==================== rob_alloc_ctrl_flat
Fig. 1: rob_alloc_ctrl_flat, port wiring
Bar = 20 µm.
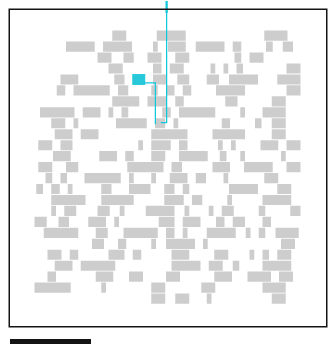

===== config.mk =====
export PLATFORM = sky130hd
export DESIGN_NAME = rob_alloc_ctrl_flat
export DESIGN_NICKNAME = d
export VERILOG_FILES = /design/src/rtl/rob_alloc_ctrl_if.sv /design/src/rtl/rob_alloc_ctrl.sv /design/src/flat_wrapper.sv
export SDC_FILE = /design/constraint.sdc
export NUM_CORES = 1
export LEC_CHECK = 0
export CELL_PAD_IN_SITES_DETAIL_PLACEMENT = 2
export CELL_PAD_IN_SITES_GLOBAL_PLACEMENT = 2
export CORE_MARGIN = 5
export CORE_UTILIZATION = 27
export DETAILED_ROUTE_END_ITERATION = 8
export PLACE_DENSITY_LB_ADDON = 0.1
export SETUP_SLACK_MARGIN = 0.5
export SLEW_MARGIN = 20
export SYNTH_ARGS = -nofsm -noshare
export SYNTH_HDL_FRONTEND = slang
export SYNTH_SLANG_ARGS = --single-unit

===== constraint.sdc =====
create_clock -name clk -period 3.6 [get_ports clk]
set_input_delay 0.36 -clock clk [delete_from_list [all_inputs] [get_ports clk]]
set_output_delay 0.36 -clock clk [all_outputs]
set_load 0.1 [all_outputs]

===== src/rtl/rob_alloc_ctrl_if.sv =====
// Dispatch/retire handshake bundle between the reorder buffer and its
// allocation controller. The master side is the dispatch stage plus the
// buffer's retire logic; the slave side is rob_alloc_ctrl.
interface rob_alloc_ctrl_if #(
  parameter int ADDR_WIDTH = 5
);
  logic                  alloc_req0;
  logic                  alloc_req1;
  logic                  alloc_gnt0;
  logic                  alloc_gnt1;
  logic [ADDR_WIDTH-1:0] alloc_idx0;
  logic [ADDR_WIDTH-1:0] alloc_idx1;
  logic [ADDR_WIDTH-1:0] oldest0;
  logic [ADDR_WIDTH-1:0] oldest1;
  logic                  retire0;
  logic                  retire1;

  modport master (
    output alloc_req0, alloc_req1, retire0, retire1,
    input  alloc_gnt0, alloc_gnt1, alloc_idx0, alloc_idx1, oldest0, oldest1
  );

  modport slave (
    input  alloc_req0, alloc_req1, retire0, retire1,
    output alloc_gnt0, alloc_gnt1, alloc_idx0, alloc_idx1, oldest0, oldest1
  );
endinterface


===== src/rtl/rob_alloc_ctrl.sv =====
// Reorder-buffer allocation/retirement controller.
// Hands out up to two slots per cycle in program order, tracks the oldest
// live slots for retirement, and sequences flush and drain.
//
// state    | meaning
// ---------+---------------------------------------------------------------
// ST_RUN   | normal operation: grants and retires both allowed
// ST_DRAIN | allocation stopped, retires continue until drain_req drops
// ST_FLUSH | one-cycle buffer clear (rob_clear=1), no grants, no retires
module rob_alloc_ctrl #(
  parameter int ADDR_WIDTH = 5
) (
  input  logic                clk,
  input  logic                reset,
  rob_alloc_ctrl_if.slave     rob,
  input  logic                flush,
  input  logic                drain_req,
  output logic                rob_clear,
  output logic                drained,
  output logic [ADDR_WIDTH:0] count,
  output logic                empty,
  output logic                full
);

  localparam int DEPTH = 1 << ADDR_WIDTH;
  localparam logic [ADDR_WIDTH:0] CNT_FULL    = (ADDR_WIDTH+1)'(DEPTH);
  localparam logic [ADDR_WIDTH:0] CNT_FULL_M1 = (ADDR_WIDTH+1)'(DEPTH - 1);
  localparam logic [ADDR_WIDTH:0] CNT_ONE     = (ADDR_WIDTH+1)'(1);

  typedef enum logic [1:0] {
    ST_RUN   = 2'd0,
    ST_DRAIN = 2'd1,
    ST_FLUSH = 2'd2
  } state_e;

  state_e                state_q, state_d;
  logic [ADDR_WIDTH-1:0] head_q, head_d;
  logic [ADDR_WIDTH-1:0] tail_q, tail_d;
  logic [ADDR_WIDTH:0]   count_q, count_d;
  logic                  rob_clear_q, rob_clear_d;

  logic       gnt0, gnt1;
  logic       ret0, ret1;
  logic [1:0] n_alloc, n_retire;

  // Grants and effective retires from registered state only; a retire in
  // this cycle never frees a slot for a grant in the same cycle.
  always_comb begin
    gnt0 = rob.alloc_req0 & (state_q == ST_RUN) & ~flush & ~reset &
           (count_q < CNT_FULL);
    gnt1 = rob.alloc_req1 & gnt0 & (count_q < CNT_FULL_M1);
    ret0 = rob.retire0 & (count_q != '0) & ~flush & (state_q != ST_FLUSH);
    ret1 = rob.retire1 & ret0 & (count_q > CNT_ONE);
    n_alloc  = {1'b0, gnt0} + {1'b0, gnt1};
    n_retire = {1'b0, ret0} + {1'b0, ret1};
  end

  // Next-state for pointers, occupancy, FSM and the clear strobe.
  always_comb begin
    state_d     = state_q;
    head_d      = head_q + ADDR_WIDTH'(n_retire);
    tail_d      = tail_q + ADDR_WIDTH'(n_alloc);
    count_d     = count_q + (ADDR_WIDTH+1)'(n_alloc) - (ADDR_WIDTH+1)'(n_retire);
    rob_clear_d = 1'b0;
    if (flush) begin
      // Flush from any state, including FLUSH itself, restarts the clear.
      state_d     = ST_FLUSH;
      head_d      = '0;
      tail_d      = '0;
      count_d     = '0;
      rob_clear_d = 1'b1;
    end else begin
      unique case (state_q)
        ST_RUN:   if (drain_req) state_d = ST_DRAIN;
        ST_DRAIN: if (!drain_req) state_d = ST_RUN;
        ST_FLUSH: state_d = ST_RUN;
        default:  state_d = ST_RUN;
      endcase
    end
  end

  // Single registered FSM and datapath update with synchronous reset.
  always_ff @(posedge clk) begin
    if (reset) begin
      state_q     <= ST_RUN;
      head_q      <= '0;
      tail_q      <= '0;
      count_q     <= '0;
      rob_clear_q <= 1'b0;
    end else begin
      state_q     <= state_d;
      head_q      <= head_d;
      tail_q      <= tail_d;
      count_q     <= count_d;
      rob_clear_q <= rob_clear_d;
    end
  end

  assign rob.alloc_gnt0 = gnt0;
  assign rob.alloc_gnt1 = gnt1;
  assign rob.alloc_idx0 = tail_q;
  assign rob.alloc_idx1 = tail_q + 1'b1;
  assign rob.oldest0    = head_q;
  assign rob.oldest1    = head_q + 1'b1;

  assign rob_clear = rob_clear_q;
  assign count     = count_q;
  assign empty     = (count_q == '0);
  assign full      = (count_q == CNT_FULL);
  assign drained   = (state_q == ST_DRAIN) & (count_q == '0);

endmodule


===== src/flat_wrapper.sv =====
// flat-port wrapper written by rule: the top's interface ports become plain ports
module rob_alloc_ctrl_flat 
#(
  parameter int ADDR_WIDTH = 5
)
  (clk, reset, flush, drain_req, rob_clear, drained, count, empty, full, rob_alloc_req0, rob_alloc_req1, rob_retire0, rob_retire1, rob_alloc_gnt0, rob_alloc_gnt1, rob_alloc_idx0, rob_alloc_idx1, rob_oldest0, rob_oldest1);
  rob_alloc_ctrl_if #(.ADDR_WIDTH(ADDR_WIDTH)) rob_i ();
  input  logic clk;
  input  logic reset;
  input  logic flush;
  input  logic drain_req;
  output logic rob_clear;
  output logic drained;
  output logic [ADDR_WIDTH:0] count;
  output logic empty;
  output logic full;
  input wire logic [$bits(rob_i.alloc_req0)-1:0] rob_alloc_req0;
  input wire logic [$bits(rob_i.alloc_req1)-1:0] rob_alloc_req1;
  input wire logic [$bits(rob_i.retire0)-1:0] rob_retire0;
  input wire logic [$bits(rob_i.retire1)-1:0] rob_retire1;
  output wire logic [$bits(rob_i.alloc_gnt0)-1:0] rob_alloc_gnt0;
  output wire logic [$bits(rob_i.alloc_gnt1)-1:0] rob_alloc_gnt1;
  output wire logic [$bits(rob_i.alloc_idx0)-1:0] rob_alloc_idx0;
  output wire logic [$bits(rob_i.alloc_idx1)-1:0] rob_alloc_idx1;
  output wire logic [$bits(rob_i.oldest0)-1:0] rob_oldest0;
  output wire logic [$bits(rob_i.oldest1)-1:0] rob_oldest1;
  assign rob_i.alloc_req0 = rob_alloc_req0;
  assign rob_i.alloc_req1 = rob_alloc_req1;
  assign rob_i.retire0 = rob_retire0;
  assign rob_i.retire1 = rob_retire1;
  assign rob_alloc_gnt0 = rob_i.alloc_gnt0;
  assign rob_alloc_gnt1 = rob_i.alloc_gnt1;
  assign rob_alloc_idx0 = rob_i.alloc_idx0;
  assign rob_alloc_idx1 = rob_i.alloc_idx1;
  assign rob_oldest0 = rob_i.oldest0;
  assign rob_oldest1 = rob_i.oldest1;
  rob_alloc_ctrl #(.ADDR_WIDTH(ADDR_WIDTH)) u_core (.clk(clk), .reset(reset), .rob(rob_i), .flush(flush), .drain_req(drain_req), .rob_clear(rob_clear), .drained(drained), .count(count), .empty(empty), .full(full));
endmodule

==================== adsr_envelope
===== src/rtl/adsr_envelope.sv =====
// ADSR envelope generator: turns a note GATE plus per-phase rate ticks into an amplitude ramp.
// Optional exponential release tail when ADSR_EXP_RELEASE_EN is defined.
module adsr_envelope #(
  parameter int unsigned ENV_W = 8,
  parameter int unsigned STEP  = 1
) (
  input  logic             clk50Mhz,
  input  logic             Reset,
  input  logic             GATE,
  input  logic             TICK_A,
  input  logic             TICK_D,
  input  logic [3:0]       SUST_LVL,
  input  logic             TICK_R,
  output logic [ENV_W-1:0] ENV,
  output logic [2:0]       ENV_PHASE,
  output logic             ENV_ACTIVE,
  output logic             ENV_DONE
);

  localparam int unsigned AW = ENV_W + 1;
  localparam logic [AW-1:0] ENV_MAX = {1'b0, {ENV_W{1'b1}}};
  localparam logic [AW-1:0] STEP_W  = AW'(STEP);

  typedef enum logic [2:0] {
    IDLE    = 3'd0,
    ATTACK  = 3'd1,
    DECAY   = 3'd2,
    SUSTAIN = 3'd3,
    RELEASE = 3'd4
  } phase_t;

  phase_t           phase_q;
  phase_t           phase_nxt;
  logic             gate_q;
  logic [ENV_W-1:0] env_nxt;
  logic             done_nxt;
  logic [3:0]       lvl;
  logic [AW-1:0]    env_x;
  logic [AW-1:0]    target;
  logic [AW-1:0]    rel_dec;
  logic             rise;
  logic             fall;
  logic             held;
  logic             transition;

  assign env_x  = {1'b0, ENV};
  assign lvl    = (SUST_LVL < 4'd2) ? 4'd2 : ((SUST_LVL > 4'd12) ? 4'd12 : SUST_LVL);
  assign target = AW'(lvl) << (ENV_W - 4);

  assign rise       = GATE & ~gate_q;
  assign fall       = ~GATE & gate_q;
  assign held       = (phase_q == ATTACK) || (phase_q == DECAY) || (phase_q == SUSTAIN);
  // Any gate edge that moves the phase swallows the tick of the same cycle.
  assign transition = rise | (fall & held);

`ifdef ADSR_EXP_RELEASE_EN
  logic [AW-1:0] env_shr;
  assign env_shr = env_x >> 3;
  assign rel_dec = (env_shr > STEP_W) ? env_shr : STEP_W;
`else
  assign rel_dec = STEP_W;
`endif

  always_ff @(posedge clk50Mhz or posedge Reset) begin
    if (Reset) begin
      phase_q    <= IDLE;
      ENV        <= '0;
      ENV_DONE   <= 1'b0;
      ENV_ACTIVE <= 1'b0;
      gate_q     <= 1'b0;
    end else begin
      phase_q    <= phase_nxt;
      ENV        <= env_nxt;
      ENV_DONE   <= done_nxt;
      ENV_ACTIVE <= (phase_nxt != IDLE);
      gate_q     <= GATE;
    end
  end

  assign ENV_PHASE = phase_q;

  always_comb begin
    phase_nxt = phase_q;
    if (rise) begin
      phase_nxt = ATTACK;
    end else if (fall && held) begin
      phase_nxt = RELEASE;
    end else begin
      unique case (phase_q)
        ATTACK:  if (TICK_A && (env_x >= ENV_MAX - STEP_W)) phase_nxt = DECAY;
        DECAY:   if (TICK_D && (env_x <= target + STEP_W))  phase_nxt = SUSTAIN;
        RELEASE: if (TICK_R && (env_x <= STEP_W))           phase_nxt = IDLE;
        default: phase_nxt = phase_q;
      endcase
    end
  end

  // Envelope datapath and completion pulse; ENV is held across phase transitions.
  always_comb begin
    env_nxt  = ENV;
    done_nxt = 1'b0;
    if (!transition) begin
      unique case (phase_q)
        IDLE: env_nxt = '0;
        ATTACK: begin
          if (TICK_A) begin
            if (env_x >= ENV_MAX - STEP_W) env_nxt = ENV_W'(ENV_MAX);
            else                           env_nxt = ENV_W'(env_x + STEP_W);
          end
        end
        DECAY: begin
          if (TICK_D) begin
            if (env_x <= target + STEP_W) env_nxt = ENV_W'(target);
            else                          env_nxt = ENV_W'(env_x - STEP_W);
          end
        end
        SUSTAIN: env_nxt = ENV_W'(target);
        RELEASE: begin
          if (TICK_R) begin
            if (env_x <= STEP_W) begin
              env_nxt  = '0;
              done_nxt = 1'b1;
            end else if (rel_dec >= env_x) begin
              env_nxt = '0;
            end else begin
              env_nxt = ENV_W'(env_x - rel_dec);
            end
          end
        end
        default: env_nxt = ENV;
      endcase
    end
  end

endmodule


===== config.mk =====
export PLATFORM = sky130hd
export DESIGN_NAME = adsr_envelope
export DESIGN_NICKNAME = d
export VERILOG_FILES = /design/src/rtl/adsr_envelope.sv
export SDC_FILE = /design/constraint.sdc
export NUM_CORES = 1
export LEC_CHECK = 0
export CAP_MARGIN = 20
export CORE_UTILIZATION = 30
export CTS_CLUSTER_DIAMETER = 120
export DETAILED_ROUTE_END_ITERATION = 6
export PLACE_DENSITY = 0.59
export SETUP_SLACK_MARGIN = 0.4
export SYNTH_ARGS = -nofsm -noshare
export SYNTH_HDL_FRONTEND = slang
export SYNTH_SLANG_ARGS = --single-unit

===== constraint.sdc =====
create_clock -name clk50Mhz -period 2.3 [get_ports clk50Mhz]
set_input_delay 0.46 -clock clk50Mhz [delete_from_list [all_inputs] [get_ports clk50Mhz]]
set_output_delay 0.46 -clock clk50Mhz [all_outputs]
set_load 0.005 [all_outputs]

==================== ch_advert_tx
==> src/rtl/ch_advert_tx.sv <==
// Cluster-head advertisement transmitter.
// Serializes CHE (hdr, id, hops, qv, csum) or HB (hdr, id, csum) packets onto a
// valid/ready word stream, repeats each packet REPEAT times with GAP_CYCLES idle
// cycles between copies, then pulses done.
module ch_advert_tx #(
    parameter int unsigned WORD_WIDTH = 16,
    parameter int unsigned GAP_CYCLES = 8,
    parameter int unsigned REPEAT     = 2
) (
    input  logic                  clk,
    input  logic                  rst,
    input  logic                  che_req,
    input  logic                  hb_req,
    input  logic [WORD_WIDTH-1:0] node_ID,
    input  logic [WORD_WIDTH-1:0] node_Hops,
    input  logic [WORD_WIDTH-1:0] node_QValue,
    output logic [WORD_WIDTH-1:0] tx_data,
    output logic                  tx_valid,
    input  logic                  tx_ready,
    output logic                  tx_last,
    output logic                  busy,
    output logic                  done
);

    localparam int unsigned GW = (GAP_CYCLES > 1) ? $clog2(GAP_CYCLES) : 1;
    localparam int unsigned CW = (REPEAT > 1) ? $clog2(REPEAT) : 1;
    localparam logic [GW-1:0] GAP_LAST = GW'(GAP_CYCLES - 1);
    localparam logic [CW-1:0] REP_LAST = CW'(REPEAT - 1);

    localparam logic [WORD_WIDTH-1:0] HDR_CHE = WORD_WIDTH'(16'h1005);
    localparam logic [WORD_WIDTH-1:0] HDR_HB  = WORD_WIDTH'(16'h2003);

    typedef enum logic [2:0] {
        StIdle, StHdr, StId, StHops, StQv, StCsum, StGap, StDone
    } state_t;

    state_t                  state_q, state_d;
    logic                    pend_che_q, pend_che_d;
    logic                    pend_hb_q, pend_hb_d;
    logic                    sh_hb_q, sh_hb_d;
    logic [WORD_WIDTH-1:0]   sh_id_q, sh_id_d;
    logic [WORD_WIDTH-1:0]   sh_hops_q, sh_hops_d;
    logic [WORD_WIDTH-1:0]   sh_qv_q, sh_qv_d;
    logic [CW-1:0]           copy_q, copy_d;
    logic [GW-1:0]           gap_q, gap_d;

    logic                    hs;
    logic                    start;
    logic [WORD_WIDTH-1:0]   hops_sat;
    logic [WORD_WIDTH-1:0]   hdr_word;
    logic [WORD_WIDTH-1:0]   csum_word;

    assign hs       = tx_valid && tx_ready;
    assign hops_sat = (node_Hops == {WORD_WIDTH{1'b1}}) ? node_Hops : node_Hops + 1'b1;
    assign hdr_word = sh_hb_q ? HDR_HB : HDR_CHE;
    // HB packets carry no hops/qv, so they drop out of the checksum.
    assign csum_word = hdr_word ^ sh_id_q ^ (sh_hb_q ? '0 : (sh_hops_q ^ sh_qv_q));

    // State, pending-request and shadow registers; synchronous reset wins over requests.
    always_ff @(posedge clk) begin
        if (rst) begin
            state_q    <= StIdle;
            pend_che_q <= 1'b0;
            pend_hb_q  <= 1'b0;
            sh_hb_q    <= 1'b0;
            sh_id_q    <= '0;
            sh_hops_q  <= '0;
            sh_qv_q    <= '0;
            copy_q     <= '0;
            gap_q      <= '0;
        end else begin
            state_q    <= state_d;
            pend_che_q <= pend_che_d;
            pend_hb_q  <= pend_hb_d;
            sh_hb_q    <= sh_hb_d;
            sh_id_q    <= sh_id_d;
            sh_hops_q  <= sh_hops_d;
            sh_qv_q    <= sh_qv_d;
            copy_q     <= copy_d;
            gap_q      <= gap_d;
        end
    end

    // Next-state: request arbitration (HB first), word sequencing, copy/gap counting.
    always_comb begin
        state_d    = state_q;
        pend_che_d = pend_che_q | che_req;
        pend_hb_d  = pend_hb_q | hb_req;
        sh_hb_d    = sh_hb_q;
        sh_id_d    = sh_id_q;
        sh_hops_d  = sh_hops_q;
        sh_qv_d    = sh_qv_q;
        copy_d     = copy_q;
        gap_d      = gap_q;
        start      = 1'b0;

        unique case (state_q)
            StIdle: begin
                if (pend_hb_q || hb_req) begin
                    start     = 1'b1;
                    sh_hb_d   = 1'b1;
                    pend_hb_d = 1'b0;
                end else if (pend_che_q || che_req) begin
                    start      = 1'b1;
                    sh_hb_d    = 1'b0;
                    pend_che_d = 1'b0;
                end
                if (start) begin
                    sh_id_d   = node_ID;
                    sh_hops_d = hops_sat;
                    sh_qv_d   = node_QValue;
                    copy_d    = '0;
                    state_d   = StHdr;
                end
            end
            StHdr:  if (hs) state_d = StId;
            StId:   if (hs) state_d = sh_hb_q ? StCsum : StHops;
            StHops: if (hs) state_d = StQv;
            StQv:   if (hs) state_d = StCsum;
            StCsum: begin
                if (hs) begin
                    if (copy_q == REP_LAST) begin
                        state_d = StDone;
                    end else begin
                        copy_d  = copy_q + 1'b1;
                        gap_d   = '0;
                        state_d = StGap;
                    end
                end
            end
            StGap: begin
                if (gap_q == GAP_LAST) begin
                    state_d = StHdr;
                end else begin
                    gap_d = gap_q + 1'b1;
                end
            end
            StDone:  state_d = StIdle;
            default: state_d = StIdle;
        endcase
    end

    // Outputs decoded from the registered state so they stay stable under backpressure.
    always_comb begin
        tx_data  = '0;
        tx_valid = 1'b0;
        tx_last  = 1'b0;
        busy     = (state_q != StIdle);
        done     = (state_q == StDone);
        unique case (state_q)
            StHdr:  begin tx_valid = 1'b1; tx_data = hdr_word;  end
            StId:   begin tx_valid = 1'b1; tx_data = sh_id_q;   end
            StHops: begin tx_valid = 1'b1; tx_data = sh_hops_q; end
            StQv:   begin tx_valid = 1'b1; tx_data = sh_qv_q;   end
            StCsum: begin tx_valid = 1'b1; tx_data = csum_word; tx_last = 1'b1; end
            default: ;
        endcase
    end

endmodule
==> config.mk <==
export PLATFORM = sky130hd
export DESIGN_NAME = ch_advert_tx
export DESIGN_NICKNAME = d
export VERILOG_FILES = /design/src/rtl/ch_advert_tx.sv
export SDC_FILE = /design/constraint.sdc
export NUM_CORES = 1
export LEC_CHECK = 0
export CAP_MARGIN = 10
export CORE_ASPECT_RATIO = 0.8
export CORE_UTILIZATION = 45
export DETAILED_ROUTE_END_ITERATION = 16
export GPL_ROUTABILITY_DRIVEN = 0
export PLACE_DENSITY = 0.72
export SYNTH_ARGS = -nofsm -noshare
export SYNTH_HDL_FRONTEND = slang
export SYNTH_SLANG_ARGS = --single-unit
==> constraint.sdc <==
create_clock -name clk -period 1.9 [get_ports clk]
set_input_delay 0.285 -clock clk [delete_from_list [all_inputs] [get_ports clk]]
set_output_delay 0.285 -clock clk [all_outputs]
set_load 0.1 [all_outputs]
==================== store_merge_buffer
$ cat config.mk
export PLATFORM = sky130hd
export DESIGN_NAME = store_merge_buffer
export DESIGN_NICKNAME = d
export VERILOG_FILES = /design/src/rtl/store_merge_buffer.sv
export SDC_FILE = /design/constraint.sdc
export NUM_CORES = 1
export LEC_CHECK = 0
export CAP_MARGIN = 20
export CORE_MARGIN = 5
export CORE_UTILIZATION = 50
export CTS_CLUSTER_SIZE = 14
export DETAILED_ROUTE_END_ITERATION = 12
export HOLD_SLACK_MARGIN = 0.15
export PLACE_DENSITY = 0.75
export SYNTH_ARGS = -nofsm -noshare
export SYNTH_HDL_FRONTEND = slang
export SYNTH_SLANG_ARGS = --single-unit
$ cat constraint.sdc
create_clock -name clk -period 3.9 [get_ports clk]
set_input_delay 0.585 -clock clk [delete_from_list [all_inputs] [get_ports clk]]
set_output_delay 0.585 -clock clk [all_outputs]
set_load 0.005 [all_outputs]
$ cat src/rtl/store_merge_buffer.sv
// -----------------------------------------------------------------------------
// store_merge_buffer
//   Store queue between the CPU memory stage and the data cache/RAM. SB/SH/SW
//   stores are queued as {word address, lane-replicated data, byte mask} and
//   drained strictly in order. Partial-word entries go through a
//   read-modify-write sequence (IDLE -> READ -> WRITE). Full-word entries go
//   straight to WRITE (IDLE -> WRITE).
//
//   Optional feature: define STORE_COALESCE_EN to merge a store into the tail
//   entry when both target the same word. Merging is allowed even when the
//   queue is full, provided the FSM does not currently own the tail.
//
// Ports
//   clk, rst             clock, synchronous active-high reset
//   st_valid/st_ready    store handshake (st_ready = !full)
//   st_size              00 byte, 01 half, 10 word, 11 reserved (misaligned)
//   st_addr, st_data     byte address, right-justified store data
//   misalign             pulse: offered store is misaligned and was dropped
//   mem_rd_en/mem_wr_en  memory read / full-word write strobes
//   mem_addr             word-aligned address (0 while idle)
//   mem_rdata            read data, valid the cycle after mem_rd_en
//   mem_wdata            merged write data
//   empty                nothing pending and FSM idle (loads may proceed)
//   count                occupied queue entries
// -----------------------------------------------------------------------------
module store_merge_buffer #(
  parameter int WIDTH = 32,
  parameter int AW    = 32,
  parameter int DEPTH = 4,
  localparam int CW   = $clog2(DEPTH + 1)
) (
  input  logic             clk,
  input  logic             rst,
  input  logic             st_valid,
  output logic             st_ready,
  input  logic [1:0]       st_size,
  input  logic [AW-1:0]    st_addr,
  input  logic [WIDTH-1:0] st_data,
  output logic             misalign,
  output logic             mem_rd_en,
  output logic             mem_wr_en,
  output logic [AW-1:0]    mem_addr,
  input  logic [WIDTH-1:0] mem_rdata,
  output logic [WIDTH-1:0] mem_wdata,
  output logic             empty,
  output logic [CW-1:0]    count
);

  localparam int NB = WIDTH / 8;
  localparam int OB = $clog2(NB);
  localparam int PW = $clog2(DEPTH);
  localparam logic [NB-1:0] FULL_MASK = '1;

  localparam logic [1:0] S_IDLE  = 2'd0;
  localparam logic [1:0] S_READ  = 2'd1;
  localparam logic [1:0] S_WRITE = 2'd2;

  logic [AW-1:0]    q_addr [DEPTH];
  logic [WIDTH-1:0] q_data [DEPTH];
  logic [NB-1:0]    q_mask [DEPTH];

  logic [PW-1:0] head, tail, tail_last;
  logic [CW-1:0] count_q;
  logic [1:0]    state;

  logic [NB-1:0]    req_mask;
  logic [WIDTH-1:0] req_data;
  logic [AW-1:0]    req_waddr;
  logic             req_bad;
  logic             full, push, pop, merge;
  logic [NB-1:0]    head_mask;
  logic             head_full;

  // Request decode: lane mask, lane-replicated data, alignment check.
  always_comb begin
    // NOTE: every always_comb output gets a default first so no latch is inferred.
    req_mask  = '0;
    req_data  = '0;
    req_bad   = 1'b0;
    req_waddr = {st_addr[AW-1:OB], {OB{1'b0}}};
    case (st_size)
      2'b00: begin
        req_mask[st_addr[OB-1:0]] = 1'b1;
        req_data = {NB{st_data[7:0]}};
      end
      2'b01: begin
        req_mask[{st_addr[OB-1:1], 1'b0} +: 2] = 2'b11;
        req_data = {(NB/2){st_data[15:0]}};
        req_bad  = st_addr[0];
      end
      2'b10: begin
        req_mask = FULL_MASK;
        req_data = st_data;
        req_bad  = |st_addr[OB-1:0];
      end
      default: req_bad = 1'b1;
    endcase
  end

  assign full      = (count_q == CW'(DEPTH));
  assign st_ready  = !full;
  assign tail_last = tail - PW'(1);
  assign head_mask = q_mask[head];
  assign head_full = (head_mask == FULL_MASK);

`ifdef STORE_COALESCE_EN
  // The tail is safe to modify unless it is also the head the FSM is draining.
  assign merge = st_valid && !req_bad && (count_q != '0)
              && (q_addr[tail_last] == req_waddr)
              && ((state == S_IDLE) || (count_q >= CW'(2)));
`else
  assign merge = 1'b0;
`endif

  assign push     = st_valid && !req_bad && !full && !merge;
  assign pop      = (state == S_WRITE);
  assign misalign = st_valid && req_bad;

  assign mem_rd_en = (state == S_READ);
  assign mem_wr_en = (state == S_WRITE);
  assign mem_addr  = (state == S_IDLE) ? '0 : q_addr[head];
  assign empty     = (count_q == '0) && (state == S_IDLE);
  assign count     = count_q;

  // Write data: new bytes where masked; the remaining lanes come from the
  // word read back for partial entries.
  always_comb begin
    mem_wdata = '0;
    if (state == S_WRITE) begin
      for (int i = 0; i < NB; i++) begin
        if (head_mask[i])
          mem_wdata[8*i +: 8] = q_data[head][8*i +: 8];
        else if (!head_full)
          mem_wdata[8*i +: 8] = mem_rdata[8*i +: 8];
      end
    end
  end

  // Control state: FSM, pointers, occupancy.
  always_ff @(posedge clk) begin
    // NOTE: sequential state uses non-blocking assignments only.
    if (rst) begin
      state   <= S_IDLE;
      head    <= '0;
      tail    <= '0;
      count_q <= '0;
    end else begin
      case (state)
        S_IDLE:  if (count_q != '0) state <= head_full ? S_WRITE : S_READ;
        S_READ:  state <= S_WRITE;
        S_WRITE: state <= S_IDLE;
        default: state <= S_IDLE;
      endcase
      if (push) tail <= tail + PW'(1);
      if (pop)  head <= head + PW'(1);
      count_q <= count_q + CW'(push) - CW'(pop);
    end
  end

  // Entry storage.
  // NOTE: the entry array is not reset; resetting the pointers and count is
  // enough to make every stale entry invisible.
  always_ff @(posedge clk) begin
    if (push) begin
      q_addr[tail] <= req_waddr;
      q_data[tail] <= req_data;
      q_mask[tail] <= req_mask;
    end
    if (merge) begin
      q_mask[tail_last] <= q_mask[tail_last] | req_mask;
      for (int i = 0; i < NB; i++)
        if (req_mask[i]) q_data[tail_last][8*i +: 8] <= req_data[8*i +: 8];
    end
  end

endmodule

==> layout pictures side by side <==
Sequential cells colored by netlist name.
Other sequential cells in the stronger gray, the rest of the logic in the fainter gray.
shot_01.png
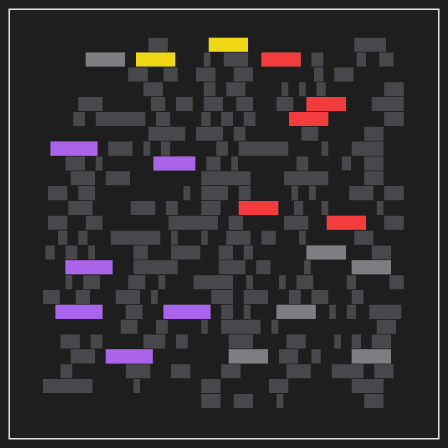
shot_02.png
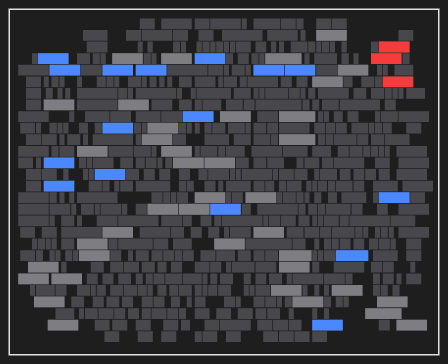
shot_03.png
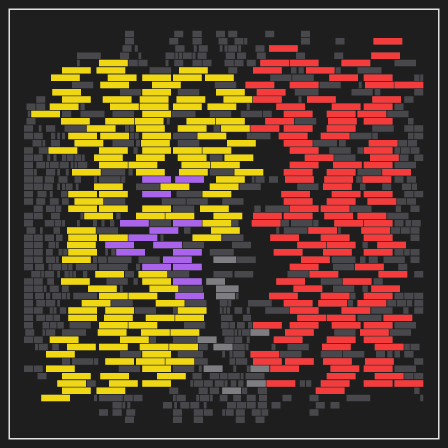
shot_04.png
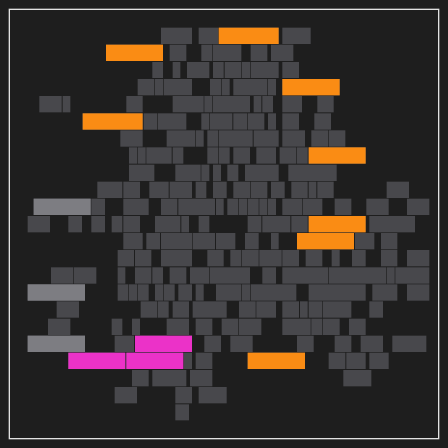
| from | picture |
|---|---|
| rob_alloc_ctrl_flat | shot_01.png |
| adsr_envelope | shot_04.png |
| store_merge_buffer | shot_03.png |
| ch_advert_tx | shot_02.png |

Key to shot_03.png:
`q_mask`: shown in purple, sequential cells 16. `q_addr`: shown in red, sequential cells 120, where a column on the right. `q_data`: shown in yellow, sequential cells 128.

Fig. 2: rob_alloc_ctrl_flat, met2 routing
Cells faint in the background.
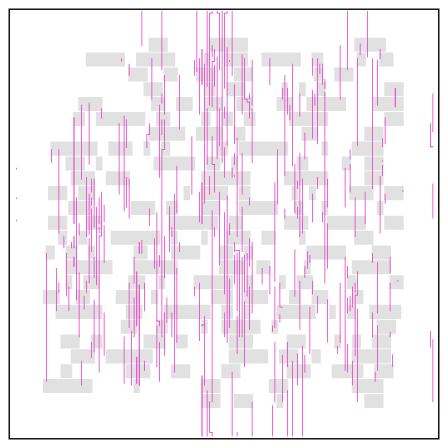
199 nets have wire on it. The layer carries 1970 µm of wire. The longest straight run is 35.0 µm.

Fig. 3: rob_alloc_ctrl_flat, congestion heat map
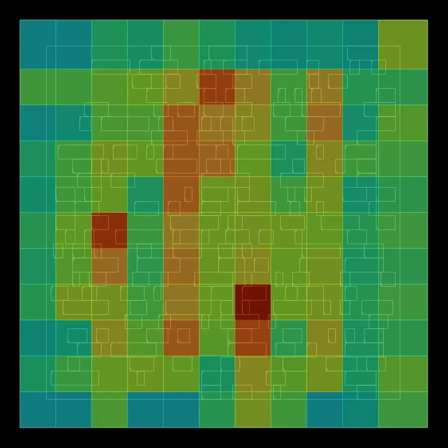
Top Usage Layer GRT: met2
total track usage: 0.129
Finished Core Util: 0.419
met2 Track Usage GR: 0.252
routing usage on met3: 0.0310

## Picture notes: Fig. 1
`drained`: shown in cyan, direction output, edge top, end cells 1, buffers 1, wire 42.0 µm.
IO Port Bufs: 39
IO Count: 40

==> qor.yml, rob_alloc_ctrl_flat <==
worst_hold_path:
  hold-path-endpoint: "u_core.state_q[0]"
layout:
  signal_buffers: 41
  logic_area_um2: 960
  lay_top_count: "clkdlybuf4s50_1"
  area_growth_pct: 53.3
sta:
  hold_slack_ns: 0.500
  slew_violations: 0
  relSlewSlack: 0.345
synthesis:
  top_cell_area_share: 0.301
  synth_top_cell_by_area: "dfxtp_1"
  synth_area_mm2: 0.00126
global_routing:
  grt_pass1_vias: 1298
outcome:
  run_status: "completed"
power_and_ir_drop:
  power_switching_mw: 0.550
clocking:
  clock.latency.late_pin_ns: 0.26
floorplan:
  core_mm2: 0.00463
==> rob_alloc_ctrl_flat: cells by family (layout without fill, tap and decap cells) <==
kind of cell	after synthesis	after routing	synth area share
compound gates	13	13	0.0584
xor+xnor	13	13	0.0900
fa+ha+maj	24	24	0.261
buf+inv	20	63	0.0633
flops	19	19	0.301
simple gates	47	47	0.227
==> rob_alloc_ctrl_flat: critical path, delay by kind of cell <==
family | cells | cell delay [ns]
AND-OR/OR-AND | 2 | 0.21
AND/OR/NAND/NOR | 4 | 0.69
XOR/XNOR | 1 | 0.14
buffers and inverters | 3 | 0.62
adder cells (fa/ha/maj) | 3 | 1.04
==> rob_alloc_ctrl_flat: repair_timing <==
item / CTS / global route
resized: 0 / 0
setup endpoints to repair: 0 / 3
buffers inserted: 0 / 1
==> rob_alloc_ctrl_flat: per-layer routing <==
| layer | GRT usage | up-vias | routed length, µm |
|---|---|---|---|
| met5 | 0 | - | 0 |
| met3 | 0.0310 | 8 | 151 |
| li1 | - | 533 | - |
| met2 | 0.252 | 27 | 1960 |
| met4 | 0.0594 | 0 | 89 |
| met1 | 0.128 | 546 | 1360 |
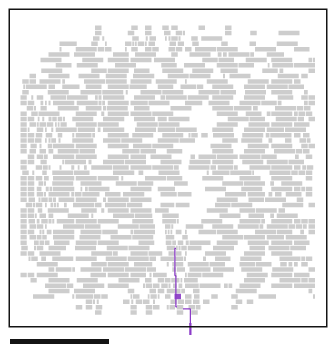
Fig. 4. Port wiring (store_merge_buffer).
Bar = 50 µm.
`st_ready`: shown in purple, direction output, edge bottom, end cells 1, buffers 1, wire 43.4 µm.
IO Port Bufs: 170
IO Count: 173

Fig. 5: store_merge_buffer, M1 wires
Supply wires on this layer in gray. Cells faint in the background.
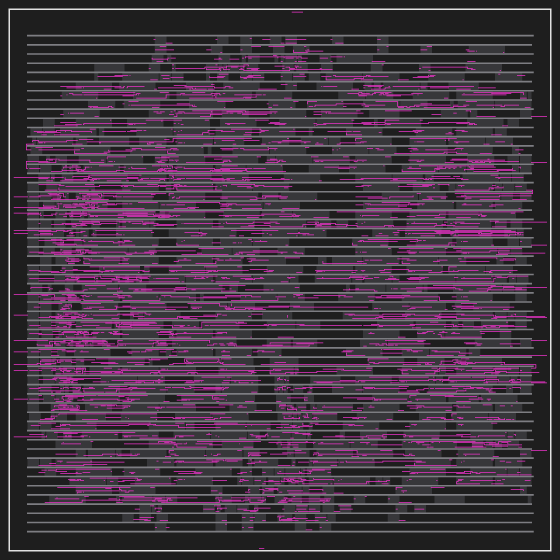
801 nets have wire on it. The wires run mostly horizontal. The layer holds 40% of the routed length. The longest straight run is 55.2 µm. The layer carries 9410 µm of wire.

==> qor.yml, store_merge_buffer <==
synthesis:
  topCombFamilyByArea: "multiplexers"
  ys_seq_share: 0.725
  ys_ff: 275
  compound_area_frac: 0.0226
critical_path:
  cp_max_fo: 14
  crit_type: "reg -> out"
  r2r_slack_ns: 1.21
floorplan:
  tapCellCount: 280
  die-height_um: 160
layout:
  n_clock_buffer: 38
  antennaDiodeCount: 0
  regMostFlops: "q_data"
  logic_area_mm2: 0.00286
  lay_top_cells: "264 x edfxtp_1, 170 x clkdlybuf4s50_1, 64 x mux4_2, 51 x nor2_1, 43 x mux2i_1"
sta:
  fin_crit_ns: 3.58
  setup_tns_ns: 0
  hold_slack_ns: 0.539
  finalClockPeriodUsage: 0.917
  finalSetupViolCount: 0
power_and_ir_drop:
  powerDensity_mw_per_mm2: 510
clocking:
  postCtsSetupRepairBufs: 0
  cts_tree: "built"
placed_design:
  place_congestion: 0.916
global_routing:
  grt_pass1_vias: 6473
  grt_max_degree: 37
worst_hold_path:
  hold-path-endpoint: "head[1]"
outcome:
  run_status: "completed"
route:
  antenna_left: 0
store_merge_buffer: worst min-delay path, stage by stage (launching register included):
cell	delay [ns]
dfxtp_1	0.33
xor2_1	0.06
nor2_1	0.11
store_merge_buffer: metrics by stage:
step | cells | util | setup WS [ns] | area [µm²] | power [mW]
final | 1072 | 0.641 | 0.324 | 14100 | 7.19
after detailed placement | 1025 | 0.605 | 0.543 | 13300 | 4.91
after global placement | 1025 | 0.605 | 0.682 | 13300 | 4.87
after floorplan | 597 | - | 0.673 | 11200 | 4.23
after global routing | 1072 | 0.641 | 0.169 | 14100 | 7.51
after CTS | 1072 | 0.641 | 0.295 | 14100 | 7.27
store_merge_buffer: how the worst max path moves through the flow:
stage	start	end	cells after the start
2_1_floorplan	st_size[0]	q_addr[0][0]	5
3_3_place_gp	st_size[0]	count[2]	13
3_5_place_dp	st_size[0]	count[2]	13
4_1_cts	flop	mem_wdata[29]	5
5_1_grt	flop	mem_wdata[27]	5
6_report	flop	mem_wdata[0]	4
store_merge_buffer: per-layer routing:
layer,part of all wire,GRT usage
met4,0.028,0.0555
met3,0.068,0.0379
met2,0.50,0.312
met1,0.40,0.240
met5,0,0
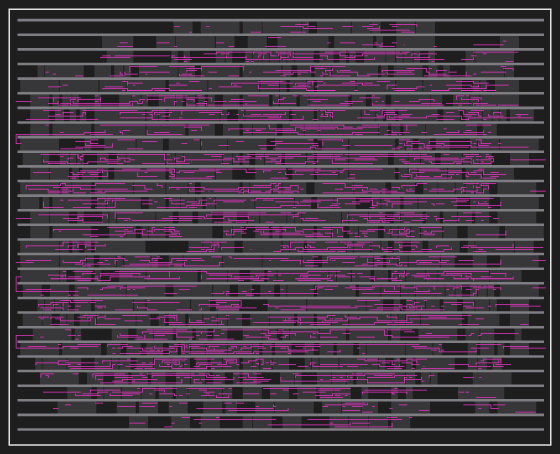
Fig. 6. M1 wires (ch_advert_tx).
Supply wires on this layer in gray. Cells faint in the background.
The wires run mostly horizontal. The layer holds 40% of the routed length. 560 nets have wire on it. The layer carries 4700 µm of wire. The longest straight run is 42.8 µm.
routed vias: 3974
Post-Route WL: 11800 µm
M1 GR Usage: 0.345

Fig. 7: ch_advert_tx, port wiring
Bar = 20 µm.
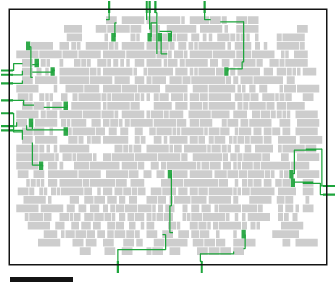
`node_QValue`: shown in green, direction input, edge 7 left, 5 top, 2 right, 2 bottom, end cells 16, buffers 16, wire 295 µm.
IO Count: 73
IO Port Bufs: 72

==> qor.yml, ch_advert_tx <==
critical_path:
  crit_chain: "buf_8, clkinvlp_4, buf_6, nor3_4, a21oi_2, o22ai_4, buf_12"
  critPathLaunch: "state_q[0]"
  cp_max_fo: 6
  rr_worst_depth: 7
  critPathTopFamily: "buffers and inverters"
sta:
  fin_ws_ns: -0.186
  finalSetupViolCount: 16
  finalClockPeriodUsage: 1.10
placed_design:
  place_inst: 650
power_and_ir_drop:
  leakage_nw: 2.09
outcome:
  violations: "negative setup slack"
  run_status: "finished with violations"
layout:
  lay_top_cells: "89 x nand2_1, 52 x dfxtp_1, 51 x clkdlybuf4s50_1, 49 x buf_4, 42 x a21oi_1"
  reg_top3: "sh_hops_q (16), sh_id_q (16), sh_qv_q (16)"
  area_growth_pct: 64.9
floorplan:
  rows: 28
synthesis:
  ys_cells: 453
  flop_cell: "dfxtp_1"
  ys_seq_share: 0.333
global_routing:
  gr-usage-met3: 0.0628
  grt_first_pass_wirelength_um: 18500
clocking:
  cts_tree: "built"
worst_hold_path:
  hold-path-endpoint: "sh_qv_q[3]"
  hp-start: "rst"
route:
  viasPerCell: 5.84
  drt-initial-drc-count: 287
ch_advert_tx: Yosys cell counts (all sizes together) (3+ instances only):
cell     number
nand2b        5
nand3        12
inv           7
o2111ai       5
nand2        89
nand3b        5
xnor2        27
a21oi        51
mux2i        17
and2          3
o22ai         7
o21ai        16
mux2          3
and3          4
nor2         40
clkbuf       14
dfxtp        58
a21o          3
buf          18
nor3          8
o221ai       11
a221oi        3
xor2          5
a31oi         4
nor2b         4
a211oi        8
a311oi        4
ha            3
ch_advert_tx: area by class of cell:
| class | count | area (µm²) | area share |
|---|---|---|---|
| Tap cell | 105 | 131 | 0.0228 |
| Timing Repair Buffer | 138 | 1530 | 0.265 |
| Multi-Input combinational cell | 356 | 2660 | 0.463 |
| Sequential cell | 58 | 1180 | 0.205 |
| Inverter | 7 | 35.0 | 0.00609 |
| Clock inverter | 5 | 77.6 | 0.0135 |
| Clock buffer | 11 | 141 | 0.0246 |
ch_advert_tx: power breakdown:
group	switching (mW)	internal, mW	total, mW
Clock	0.502	0.770	1.27
Combinational	1.28	1.02	2.30
Sequential	0.217	1.38	1.59
Total	2.00	3.17	5.17
Fig. 8: adsr_envelope, port wiring
Bar = 20 µm.
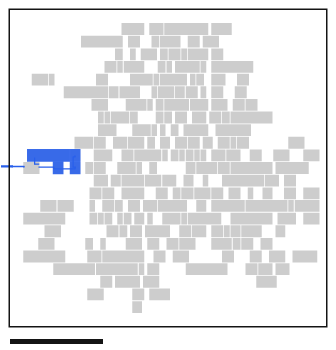
`GATE`: shown in blue, direction input, edge left, end cells 4, buffers 1, wire 16.9 µm.
IO Port Bufs: 22
IO Count: 23

==> qor.yml, adsr_envelope <==
outcome:
  run_status: "completed"
power_and_ir_drop:
  powerComb_mw: 1.07
  power_mw: 1.69
  power_leader: "combinational logic"
  powerDensity_mw_per_mm2: 816
layout:
  fin_util: 0.506
  top_area_cell_class: "multi-input combinational cells"
synthesis:
  ys_warn_count: 0
  ys_sh_simple: 0.278
  flop_cell: "dfrtp_1"
clocking:
  cts.sinks: 14
  clock.latency.late_pin_ns: 0.25
global_routing:
  grtUsageMet1: 0.246
critical_path:
  reg2reg_to: "ENV_ACTIVE"
  crit_buf_inv: 3
  r2r-start: "ENV[3]"
  rr_worst_depth: 6
  worst-path-stages: 11
  end_kind: "flop"
  critPathTopFamily: "AND-OR/OR-AND gates"
  crit_chain: "buf_8, inv_4, nand3_2, and3_4, inv_2, ha_4, nand4_1, o221a_4, o31a_4, a221o_1, a22o_1"
route:
  antenna_left: 0
  routed.top_layer: "met4"
sta:
  slew_violations: 0
  skew_ns: 0.00210
  timing_worst_slew_pin_value_ns: 0.563
floorplan:
  rows: 23
  die-height_um: 68.0
  core_mm2: 0.00409
placed_design:
  place_inst: 251
[adsr_envelope: synth_stat cells (2+ instances only)]
cell type / number / share of area
dfrtp_1: 14 / 0.27
inv_1: 14 / 0.040
o21ai_0: 12 / 0.046
nand2_1: 11 / 0.032
nor2_1: 11 / 0.032
ha_1: 8 / 0.077
nand3_1: 8 / 0.031
a21oi_1: 5 / 0.019
nor3_1: 5 / 0.019
buf_6: 4 / 0.034
nand2b_1: 4 / 0.019
nand4_1: 4 / 0.019
nor3b_1: 3 / 0.017
nor4_1: 3 / 0.014
o311a_1: 3 / 0.023
xnor2_1: 3 / 0.020
buf_4: 2 / 0.011
nand3b_1: 2 / 0.011
nor2b_1: 2 / 0.0096
o2111a_1: 2 / 0.017
o2111ai_1: 2 / 0.013
o211ai_1: 2 / 0.011
o221ai_1: 2 / 0.013
o31a_2: 2 / 0.015
or4_1: 2 / 0.011
[adsr_envelope: metrics by stage]
step,cell area (µm²),setup TNS [ns],hold slack (ns),worst slack [ns]
after floorplan,1340,-0.0336,0.349,-0.0336
final,2070,0,0.552,0.147
after CTS,1940,0,0.584,0.0781
after global placement,1770,-4.77,0.653,-0.639
after detailed placement,1770,-5.74,0.668,-0.741
after global routing,2070,0,0.594,0.0577

==================== fifo_uart_tx
`config.mk`:
```
export PLATFORM = sky130hd
export DESIGN_NAME = fifo_uart_tx
export DESIGN_NICKNAME = d
export VERILOG_FILES = /design/src/rtl/fifo_uart_tx.sv
export SDC_FILE = /design/constraint.sdc
export NUM_CORES = 1
export LEC_CHECK = 0
export ABC_AREA = 1
export CORE_AREA = 4 4 53 55
export CTS_BUF_LIST = sky130_fd_sc_hd__clkbuf_4 sky130_fd_sc_hd__clkbuf_8 sky130_fd_sc_hd__clkbuf_16
export DETAILED_ROUTE_END_ITERATION = 7
export DIE_AREA = 0 0 57 59
export DONT_BUFFER_PORTS = 1
export SLEW_MARGIN = 20
export SYNTH_ARGS = -nofsm -noshare
export SYNTH_HDL_FRONTEND = slang
export SYNTH_SLANG_ARGS = --single-unit
```
`constraint.sdc`:
```
create_clock -name clk -period 1.72 [get_ports clk]
set_input_delay 0.344 -clock clk [delete_from_list [all_inputs] [get_ports clk]]
set_output_delay 0.344 -clock clk [all_outputs]
set_load 0.1 [all_outputs]
```
`src/rtl/fifo_uart_tx.sv`:
```
// FIFO-fed UART transmitter: pops one word per frame and sends start, LSB-first
// data, optional even parity and one stop bit, each held CLKS_PER_BIT cycles.
module fifo_uart_tx #(
   parameter int DATA_WIDTH   = 8,
   parameter int CLKS_PER_BIT = 4,
   parameter int PARITY_EN    = 0
) (
   input  logic                  clk,
   input  logic                  rst,
   input  logic                  fifo_empty,
   input  logic [DATA_WIDTH-1:0] fifo_dout,
   output logic                  fifo_rd,
   output logic                  tx,
   output logic                  busy,
   output logic                  frame_done
);
   localparam int CW = (CLKS_PER_BIT > 1) ? $clog2(CLKS_PER_BIT) : 1;
   localparam int BW = $clog2(DATA_WIDTH + 1);
   localparam logic [CW-1:0] CNT_LAST = CW'(CLKS_PER_BIT - 1);
   localparam logic [CW-1:0] CNT_PRE  = CW'(CLKS_PER_BIT - 2);
   localparam logic [BW-1:0] BIT_LAST = BW'(DATA_WIDTH - 1);

   typedef enum logic [2:0] {IDLE, FETCH, START, DATA, PARITY, STOP} state_t;

   state_t                state;
   logic [CW-1:0]         baud;
   logic [BW-1:0]         bitcnt;
   logic [DATA_WIDTH-1:0] sr;
   logic [DATA_WIDTH-1:0] sr_nxt;
   logic                  par;
   logic                  baud_end;

   // Pop only from IDLE so each frame consumes exactly one word.
   assign fifo_rd  = rst && !fifo_empty && (state == IDLE);
   assign baud_end = (baud == CNT_LAST);
   assign sr_nxt   = sr >> 1;

   always_ff @(posedge clk or negedge rst) begin
      if (!rst) begin
         state      <= IDLE;
         baud       <= '0;
         bitcnt     <= '0;
         sr         <= '0;
         par        <= 1'b0;
         tx         <= 1'b1;
         busy       <= 1'b0;
         frame_done <= 1'b0;
      end else begin
         frame_done <= 1'b0;
         baud       <= baud_end ? '0 : baud + 1'b1;
         case (state)
            IDLE: begin
               baud <= '0;
               if (!fifo_empty) begin
                  state <= FETCH;
                  busy  <= 1'b1;
               end
            end
            FETCH: begin
               sr     <= fifo_dout;
               par    <= ^fifo_dout;
               bitcnt <= '0;
               baud   <= '0;
               tx     <= 1'b0;
               state  <= START;
            end
            START: begin
               if (baud_end) begin
                  tx    <= sr[0];
                  state <= DATA;
               end
            end
            DATA: begin
               if (baud_end) begin
                  if (bitcnt == BIT_LAST) begin
                     if (PARITY_EN != 0) begin
                        tx    <= par;
                        state <= PARITY;
                     end else begin
                        tx    <= 1'b1;
                        state <= STOP;
                     end
                  end else begin
                     sr     <= sr_nxt;
                     tx     <= sr_nxt[0];
                     bitcnt <= bitcnt + 1'b1;
                  end
               end
            end
            PARITY: begin
               if (baud_end) begin
                  tx    <= 1'b1;
                  state <= STOP;
               end
            end
            STOP: begin
               // Registered pulse: set one cycle early so it lands on the last stop cycle.
               if (baud == CNT_PRE) frame_done <= 1'b1;
               if (baud_end) begin
                  busy  <= 1'b0;
                  state <= IDLE;
               end
            end
            default: state <= IDLE;
         endcase
      end
   end
endmodule

```
Fig. 9: fifo_uart_tx, sequential cells colored by netlist name
Other sequential cells in the stronger gray, the rest of the logic in the fainter gray.
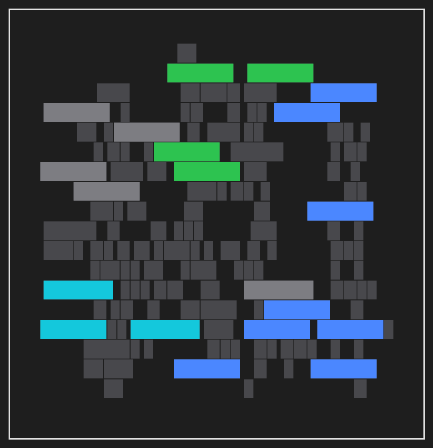
`state`: shown in cyan, sequential cells 3. `bitcnt`: shown in green, sequential cells 4, where top middle. `sr`: shown in blue, sequential cells 8.
Reg area: 504 µm²
Seq/total area: 0.399
Finished Core Util: 0.529
seq pwr: 0.805 mW

==> qor.yml <==
outcome:
  run_status: "completed"
global_routing:
  grtUsageMet1: 0.183
  grt_overflow: 0
  grt_max_degree: 21
layout:
  logic_area_um2: 526
worst_hold_path:
  hold_depth: 2
floorplan:
  die_w_um: 57
  floorplan.core_util: 0.474
job:
  cap_violations: 0
critical_path:
  worstPathRequired_ns: 1.38
clocking:
  root_buffer: "clkbuf_4"
  clock.latency.late_pin_ns: 0.30
power_and_ir_drop:
  leakage_nw: 0.632
  switching_share: 0.456
route:
  wl_met1_um: 955
  antenna_left: 0
  wire_per_inst_um: 12.5
  wl_met2_um: 1060
sta:
  hold_slack_ns: 0.178
  finalSetupViolCount: 0
Fig. 10: fifo_uart_tx, met2 routing
Cells faint in the background.
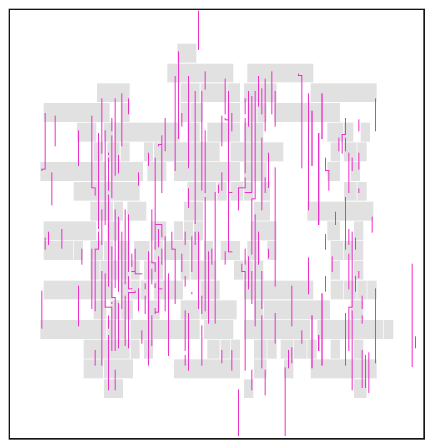
126 nets have wire on it. The layer carries 1060 µm of wire.

[sequential cells by signal, summed over array words and instances, names as in the netlist]
signal and flops:
tx 1, frame_done 1, state 3, baud 2, sr 8, busy 1
bitcnt 4
[final cells by class]
cell class / count / share of cell area
multi-input cells: 94 / 0.416
clock buffers: 4 / 0.0287
well taps: 30 / 0.0297
repair buffers: 11 / 0.0772
flip-flops and latches: 20 / 0.399
inverters: 16 / 0.0495
[layout by cell type (no fill, tap or decap), types with 2 or more instances in the layout]
cell type / n
nand2_1: 36
dfrtp_1: 17
inv_1: 13
nor2_1: 10
nand3_1: 10
o21ai_0: 9
buf_4: 9
o21ai_1: 6
nor2_4: 3
ha_1: 3
clkbuf_4: 3
nor3_1: 2
inv_2: 2
nor2_2: 2
nand3_2: 2
dfrtp_2: 2
[cell families (layout without fill, tap and decap cells)]
logic type,after synthesis,count (layout)
multiplexers,1,1
adder cells (fa/ha/maj),3,3
flip-flops,20,20
XOR/XNOR,1,1
AND-OR/OR-AND,19,19
buffers and inverters,21,31
AND/OR/NAND/NOR,70,70


==> layout pictures side by side <==
Met2 routing.
Cells faint in the background.
(a)
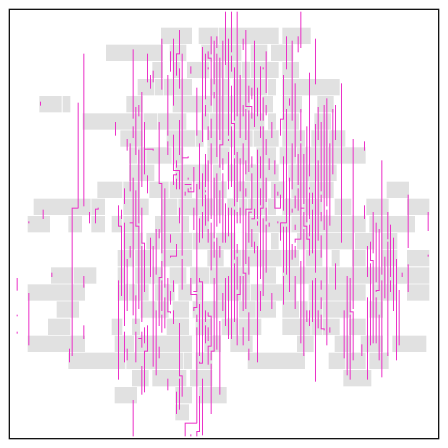
(b)
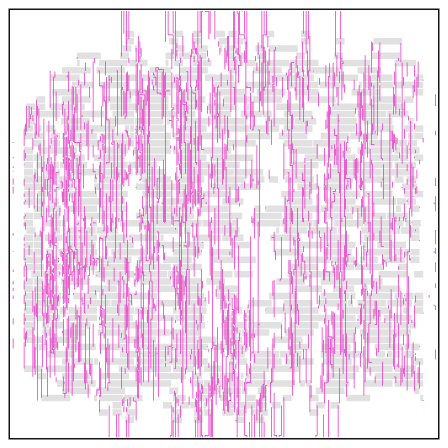
(c)
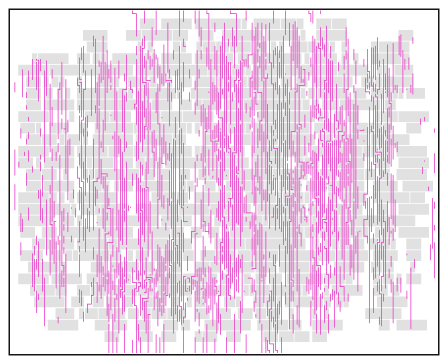
store_merge_buffer: (b)
ch_advert_tx: (c)
adsr_envelope: (a)

Key to (c):
The longest straight run is 33.7 µm. 554 nets have wire on it. The wires run mostly vertical. The layer carries 5980 µm of wire. The layer holds 51% of the routed length.

Power figures rest on the tool's default switching activity, not on a simulated workload.
